######## j1_code_loader ########
### M4 wires, j1_code_loader

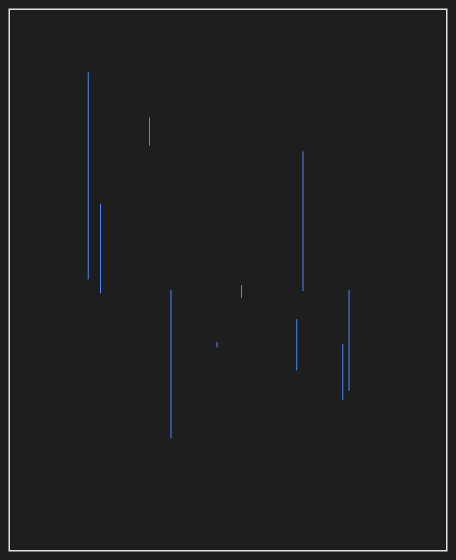

--- src/rtl/j1_code_loader_pkg.sv ---
// Shared types and widths for the J1 boot loader.
// State enum plus the byte and code-word widths.
package j1_code_loader_pkg;

  localparam int CODE_DATA_W = 16;
  localparam int BYTE_W      = 8;

  typedef enum logic [2:0] {
    HDR,
    DATA,
    CSUM,
    RUN,
    ERR
  } state_t;

endpackage

--- src/rtl/j1_loader_wdt.sv ---
// Inter-byte watchdog for the J1 boot loader.
// Counts idle cycles while enabled; any accepted byte restarts it.
module j1_loader_wdt #(
  parameter int TIMEOUT = 1000000
) (
  input  logic clk,
  input  logic reset,
  input  logic kick,
  input  logic enable,
  output logic expired
);

  localparam int CW = $clog2(TIMEOUT + 1);

  logic [CW-1:0] cnt;

  // Fires during the TIMEOUT-th idle cycle so the FSM leaves on that edge
  assign expired = enable && !kick
                && (cnt == CW'(TIMEOUT - 1));

  always_ff @(posedge clk or posedge reset) begin
    if (reset)
      cnt <= '0;
    else if (!enable || kick || expired)
      cnt <= '0;
    else
      cnt <= cnt + CW'(1);
  end

endmodule

--- src/rtl/j1_code_loader.sv ---
// J1 boot sequencer: receives a framed image over a byte stream,
// writes it to code RAM, checks the sum, then releases the CPU.
module j1_code_loader
  import j1_code_loader_pkg::*;
#(
  parameter int ADDR_W  = 13,
  parameter int TIMEOUT = 1000000
) (
  input  logic                   clk,
  input  logic                   reset,
  input  logic [BYTE_W-1:0]      rx_data,
  input  logic                   rx_valid,
  output logic                   rx_ready,
  input  logic                   reload,
  output logic                   cpu_resetq,
  output logic                   code_wr,
  output logic [ADDR_W-1:0]      code_waddr,
  output logic [CODE_DATA_W-1:0] code_wdata,
  output logic                   done,
  output logic                   err
);

  state_t state, state_n;
  logic   phase, phase_n;

  logic [BYTE_W-1:0]      lo_byte;
  logic [ADDR_W:0]        addr;
  logic [ADDR_W:0]        count;
  logic [CODE_DATA_W-1:0] acc;
  logic [CODE_DATA_W-1:0] word;

  logic accept, expired, wdt_en;
  logic last_word, hdr_big;

  assign accept    = rx_valid && rx_ready;
  assign word      = {rx_data, lo_byte};
  assign last_word = (addr + (ADDR_W+1)'(1)) == count;
  assign hdr_big   = {16'b0, word} > (32'd1 << ADDR_W);

  j1_loader_wdt #(
    .TIMEOUT(TIMEOUT)
  ) u_wdt (
    .clk    (clk),
    .reset  (reset),
    .kick   (accept),
    .enable (wdt_en),
    .expired(expired)
  );

  always_ff @(posedge clk or posedge reset) begin
    if (reset) begin
      state <= HDR;
      phase <= 1'b0;
    end else begin
      state <= state_n;
      phase <= phase_n;
    end
  end

  always_comb begin
    state_n = state;
    phase_n = phase;
    if (reload || expired) begin
      state_n = HDR;
      phase_n = 1'b0;
    end else if (accept) begin
      phase_n = ~phase;
      unique case (state)
        HDR:
          if (phase)
            state_n = hdr_big ? ERR
                    : (word == '0) ? CSUM : DATA;
        DATA:
          if (phase && last_word)
            state_n = CSUM;
        CSUM:
          if (phase)
            state_n = (word == acc) ? RUN : ERR;
        default:
          phase_n = 1'b0;
      endcase
    end
  end

  always_comb begin
    rx_ready = (state != RUN);
    wdt_en   = (state == HDR && phase)
            || state == DATA
            || state == CSUM;
  end

  always_ff @(posedge clk or posedge reset) begin
    if (reset) begin
      lo_byte    <= '0;
      addr       <= '0;
      count      <= '0;
      acc        <= '0;
      code_wr    <= 1'b0;
      code_waddr <= '0;
      code_wdata <= '0;
    end else begin
      code_wr <= 1'b0;
      if (accept && !phase)
        lo_byte <= rx_data;
      if (reload || expired) begin
        addr  <= '0;
        count <= '0;
        acc   <= '0;
      end else if (accept && phase) begin
        unique case (state)
          HDR: begin
            count <= (ADDR_W+1)'(word);
            addr  <= '0;
            acc   <= '0;
          end
          DATA: begin
            code_wr    <= 1'b1;
            code_waddr <= addr[ADDR_W-1:0];
            code_wdata <= word;
            acc        <= acc + word;
            addr       <= addr + (ADDR_W+1)'(1);
          end
          default: ;
        endcase
      end
    end
  end

  // Status follows the next state so release and reload land one cycle later
  always_ff @(posedge clk or posedge reset) begin
    if (reset) begin
      cpu_resetq <= 1'b0;
      done       <= 1'b0;
      err        <= 1'b0;
    end else begin
      cpu_resetq <= (state_n == RUN);
      done       <= (state_n == RUN);
      err        <= (state_n == ERR);
    end
  end

endmodule

--- config.mk ---
export PLATFORM = sky130hd
export DESIGN_NAME = j1_code_loader
export DESIGN_NICKNAME = d
export VERILOG_FILES = /design/src/rtl/j1_code_loader_pkg.sv /design/src/rtl/j1_loader_wdt.sv /design/src/rtl/j1_code_loader.sv
export SDC_FILE = /design/constraint.sdc
export NUM_CORES = 1
export LEC_CHECK = 0
export ABC_CLOCK_PERIOD_IN_PS = 10300
export CORE_ASPECT_RATIO = 1.25
export CORE_MARGIN = 3
export CORE_UTILIZATION = 30
export CTS_CLUSTER_SIZE = 16
export DETAILED_ROUTE_END_ITERATION = 7
export PLACE_DENSITY = 0.54
export SKIP_LAST_GASP = 1
export SLEW_MARGIN = 20
export SYNTH_ARGS = -nofsm -noshare
export SYNTH_HDL_FRONTEND = slang
export SYNTH_SLANG_ARGS = --single-unit
export TNS_END_PERCENT = 1
--- constraint.sdc ---
create_clock -name clk -period 10.3 [get_ports clk]
set_clock_uncertainty 0.1 [all_clocks]
set_input_delay 2.06 -clock clk [delete_from_list [all_inputs] [get_ports clk]]
set_output_delay 2.06 -clock clk [all_outputs]
set_load 0.02 [all_outputs]
######## writeback_queue ########
$ cat config.mk
export PLATFORM = sky130hd
export DESIGN_NAME = writeback_queue
export DESIGN_NICKNAME = d
export VERILOG_FILES = /design/src/rtl/writeback_queue.sv
export SDC_FILE = /design/constraint.sdc
export NUM_CORES = 1
export LEC_CHECK = 0
export ABC_AREA = 1
export CAP_MARGIN = 20
export CORE_AREA = 3 3 95 142
export CTS_CLUSTER_DIAMETER = 100
export DETAILED_ROUTE_END_ITERATION = 12
export DIE_AREA = 0 0 98 145
export PLACE_DENSITY = 0.72
export SLEW_MARGIN = 15
export SYNTH_ARGS = -nofsm -noshare
export SYNTH_HDL_FRONTEND = slang
export SYNTH_SLANG_ARGS = --single-unit
$ cat constraint.sdc
create_clock -name clk -period 4.3 [get_ports clk]
set_clock_uncertainty 0.05 [all_clocks]
set_input_delay 0.43 -clock clk [delete_from_list [all_inputs] [get_ports clk]]
set_output_delay 0.43 -clock clk [all_outputs]
set_load 0.005 [all_outputs]
$ cat src/rtl/writeback_queue.sv
// Two-entry in-order write-back queue between MEM and the register file.
// Loads hold a slot until their data returns; the head retires once its data is present.
module writeback_queue (
  input  logic        clk,
  input  logic        rst,
  input  logic        in_valid,
  output logic        in_ready,
  input  logic        in_wb_en,
  input  logic        in_mem_read,
  input  logic [3:0]  in_dest,
  input  logic [31:0] in_alu_result,
  input  logic        mem_ready,
  input  logic [31:0] mem_rdata,
  input  logic [3:0]  src1,
  input  logic [3:0]  src2,
  input  logic        two_src,
  output logic        WB_en,
  output logic [3:0]  WB_destination,
  output logic [31:0] WB_data,
  output logic        hazard,
  output logic        load_pending
);

  localparam int unsigned DEPTH = 2;
  localparam int unsigned AW    = 4;
  localparam int unsigned DW    = 32;
  localparam int unsigned CW    = 2;

  logic [DEPTH-1:0] vld;
  logic [DEPTH-1:0] ok;
  logic [AW-1:0]    dst [DEPTH];
  logic [DW-1:0]    dat [DEPTH];
  logic             rd_ptr;
  logic             wr_ptr;
  logic [CW-1:0]    count;

  logic             push;
  logic             pop;
  logic             fill;
  logic             fill_idx;

  assign in_ready = rst & (count < CW'(DEPTH));
  assign push     = in_valid & in_ready & in_wb_en;

  // Head drives the register-file port; fields are forced to zero when idle.
  assign WB_en          = rst & vld[rd_ptr] & ok[rd_ptr];
  assign WB_destination = WB_en ? dst[rd_ptr] : AW'(0);
  assign WB_data        = WB_en ? dat[rd_ptr] : DW'(0);
  assign pop            = WB_en;

  // Oldest pending load takes the returned data; the head is older than its neighbour.
  always_comb begin
    fill     = 1'b0;
    fill_idx = rd_ptr;
    if (vld[rd_ptr] && !ok[rd_ptr]) begin
      fill     = mem_ready;
      fill_idx = rd_ptr;
    end else if (vld[~rd_ptr] && !ok[~rd_ptr]) begin
      fill     = mem_ready;
      fill_idx = ~rd_ptr;
    end
  end

  always_comb begin
    hazard       = 1'b0;
    load_pending = 1'b0;
    for (int i = 0; i < DEPTH; i++) begin
      if (vld[i] && (dst[i] == src1 || (two_src && dst[i] == src2))) hazard = 1'b1;
      if (vld[i] && !ok[i]) load_pending = 1'b1;
    end
    hazard       = hazard & rst;
    load_pending = load_pending & rst;
  end

  always_ff @(posedge clk) begin
    if (!rst) begin
      vld    <= '0;
      ok     <= '0;
      rd_ptr <= 1'b0;
      wr_ptr <= 1'b0;
      count  <= '0;
      for (int i = 0; i < DEPTH; i++) begin
        dst[i] <= '0;
        dat[i] <= '0;
      end
    end else begin
      if (pop) begin
        vld[rd_ptr] <= 1'b0;
        rd_ptr      <= ~rd_ptr;
      end
      if (fill) begin
        dat[fill_idx] <= mem_rdata;
        ok[fill_idx]  <= 1'b1;
      end
      // Push targets a free slot, so it never collides with pop or fill.
      if (push) begin
        vld[wr_ptr] <= 1'b1;
        ok[wr_ptr]  <= ~in_mem_read;
        dst[wr_ptr] <= in_dest;
        dat[wr_ptr] <= in_mem_read ? DW'(0) : in_alu_result;
        wr_ptr      <= ~wr_ptr;
      end
      count <= CW'(count + CW'(push) - CW'(pop));
    end
  end

endmodule


==> screenshots <==
Signal wires on met3.
image #1
The bar under the picture is 20 µm long.
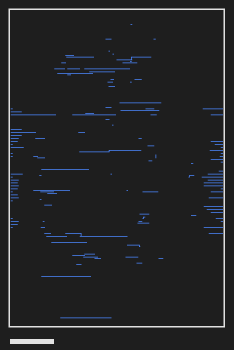
image #2
The bar under the picture is 50 µm long.
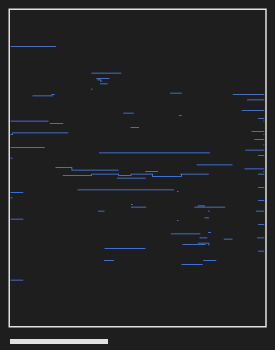
- image #1 = writeback_queue
- image #2 = j1_code_loader
The one with the largest die is image #2.

Key to image #1:
share of all routed wire: 4.7%
main direction: horizontal
longest straight run: 23.2 µm

### Met2 routing, j1_code_loader

The bar under the picture is 50 µm long.
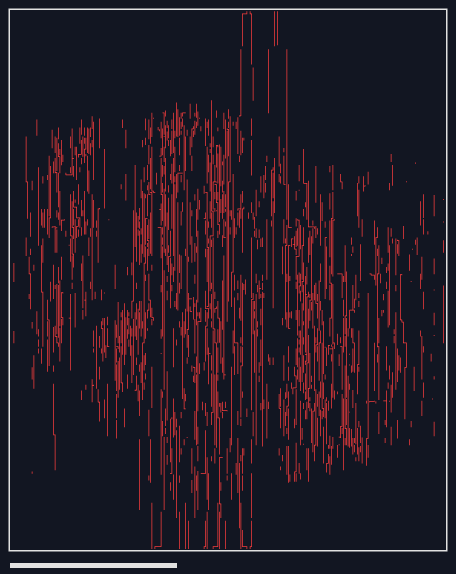
nets with wire on the layer: 559
main direction: vertical
share of all routed wire: 49%
longest straight run: 57.1 µm
wire length on this layer: 7000 µm

### Met1 routing, j1_code_loader

Cells faint in the background.
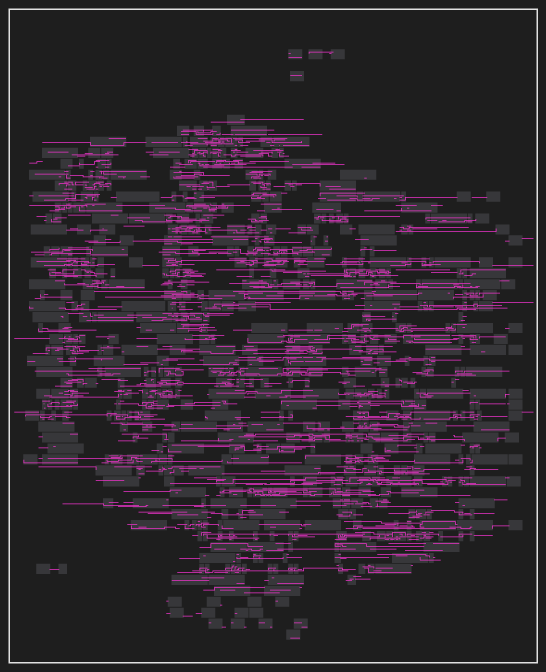
wire length on this layer: 6380 µm
longest straight run: 46.5 µm

About 'M4 wires' of j1_code_loader:
wire length on this layer: 248 µm
share of all routed wire: 1.7%

==> flow_summary_export.csv, j1_code_loader <==
group,metric,value,unit
placement,portBuffers,45,
logic_synthesis,xor_share,0.0660,
logic_synthesis,ys_ff,108,
cells_and_area,fill_cells,1936,
routing,post_drt_wl_per_cell,15.8,µm
timing,setup_slack,5.17,ns
timing,whs,0.375,ns
pwr,power_switching,0.224,mW
logic_synthesis,top_cell,"nand2_1",
logic_synthesis,logic_family,"simple AND/OR/NAND/NOR gates",
floorplan,fp-utilization,0.309,
global_routing,busiest_layer,"met2",
setup_path,worst-path-buf-inv,3,
setup_path,end_kind,"flip-flop",
routing,num_vias,4626,
logic_synthesis,top_cell_area_share,0.463,
global_routing,overflow,0,
floorplan,tapCellCount,232,
global_routing,grt_max_degree,74,
global_routing,met3_usage,0.0289,
pwr,clk-power,0.403,mW
timing,slew_headroom,0.376,
run_status,status,"finished, final reports clean",
clock_tree,cts-root-buf,"clkbuf_16",
## j1_code_loader: worst paths after layout
check,start,to,cells after the start
max,rx_valid,addr[12]$_DFFE_PP0P_,10
min,code_waddr[0]$_DFFE_PP0P_,code_waddr[0]$_DFFE_PP0P_,2
max reg2reg,u_wdt.cnt[7]$_DFF_PP0_,addr[12]$_DFFE_PP0P_,9
min reg2reg,code_waddr[0]$_DFFE_PP0P_,code_waddr[0]$_DFFE_PP0P_,2
max in group asynchronous,reset,acc[10]$_DFFE_PP0P_,3
min in group asynchronous,reset,err$_DFF_PP0_,2
### Clock wiring as the flow saved it, writeback_queue

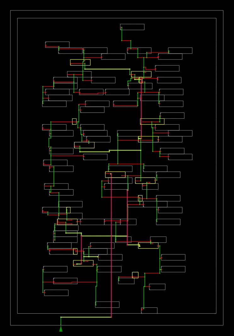
Latency at later pin: 0.34 ns
CTS Buf Count: 9
P_clk: 0.757 mW
clock sink count: 81
FF+latch count: 81

### Met1 routing, writeback_queue

Cells faint in the background.
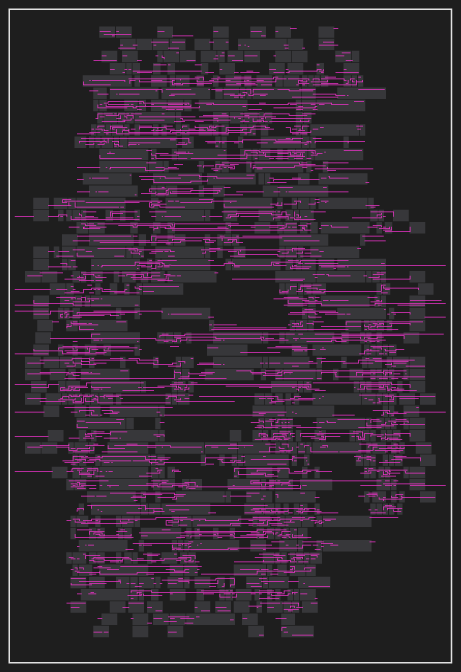
longest straight run: 31.3 µm
share of all routed wire: 39%
nets with wire on the layer: 696
wire length on this layer: 5630 µm
main direction: horizontal

==> flow_summary_export.csv, writeback_queue <==
group,metric,value,unit
setup_path,crit_path_end,"WB_data[1]",
setup_path,cp-start-kind,"input port",
floorplan,core-area,12400,µm²
clock_tree,cts_tree,"built",
logic_synthesis,synth-cells-yosys,601,
clock_tree,clk_pin_slew,0.06,ns
global_routing,grt_usage,0.201,
routing,routed_wl,14600,µm
cells_and_area,layout_top_cell,"nand2_1",
cells_and_area,area_growth,32.2,%
logic_synthesis,synth_seq_share,0.478,
cells_and_area,dominant_cells,"registers",
cells_and_area,largest-register,"dat",
cells_and_area,layout-drive-gt1-share,0.0996,
cells_and_area,nets,783,
run_status,status,"finished, final reports clean",
[writeback_queue: layer usage]
layer,track usage,up-vias,part of all wire
met5,0,-,0
met4,0.102,0,0.024
met3,0.0337,27,0.047
met2,0.367,185,0.54
met1,0.219,2158,0.39
li1,-,2197,-
[writeback_queue: report_power, final]
| group | total, mW | switching, mW | internal, mW | leakage (nW) |
|---|---|---|---|---|
| combinational | 0.249 | 0.134 | 0.115 | 1.75 |
| sequential | 0.919 | 0.0156 | 0.903 | 0.825 |
| clock | 0.757 | 0.313 | 0.443 | 0.142 |

Power is estimated from default activity; no workload was simulated.
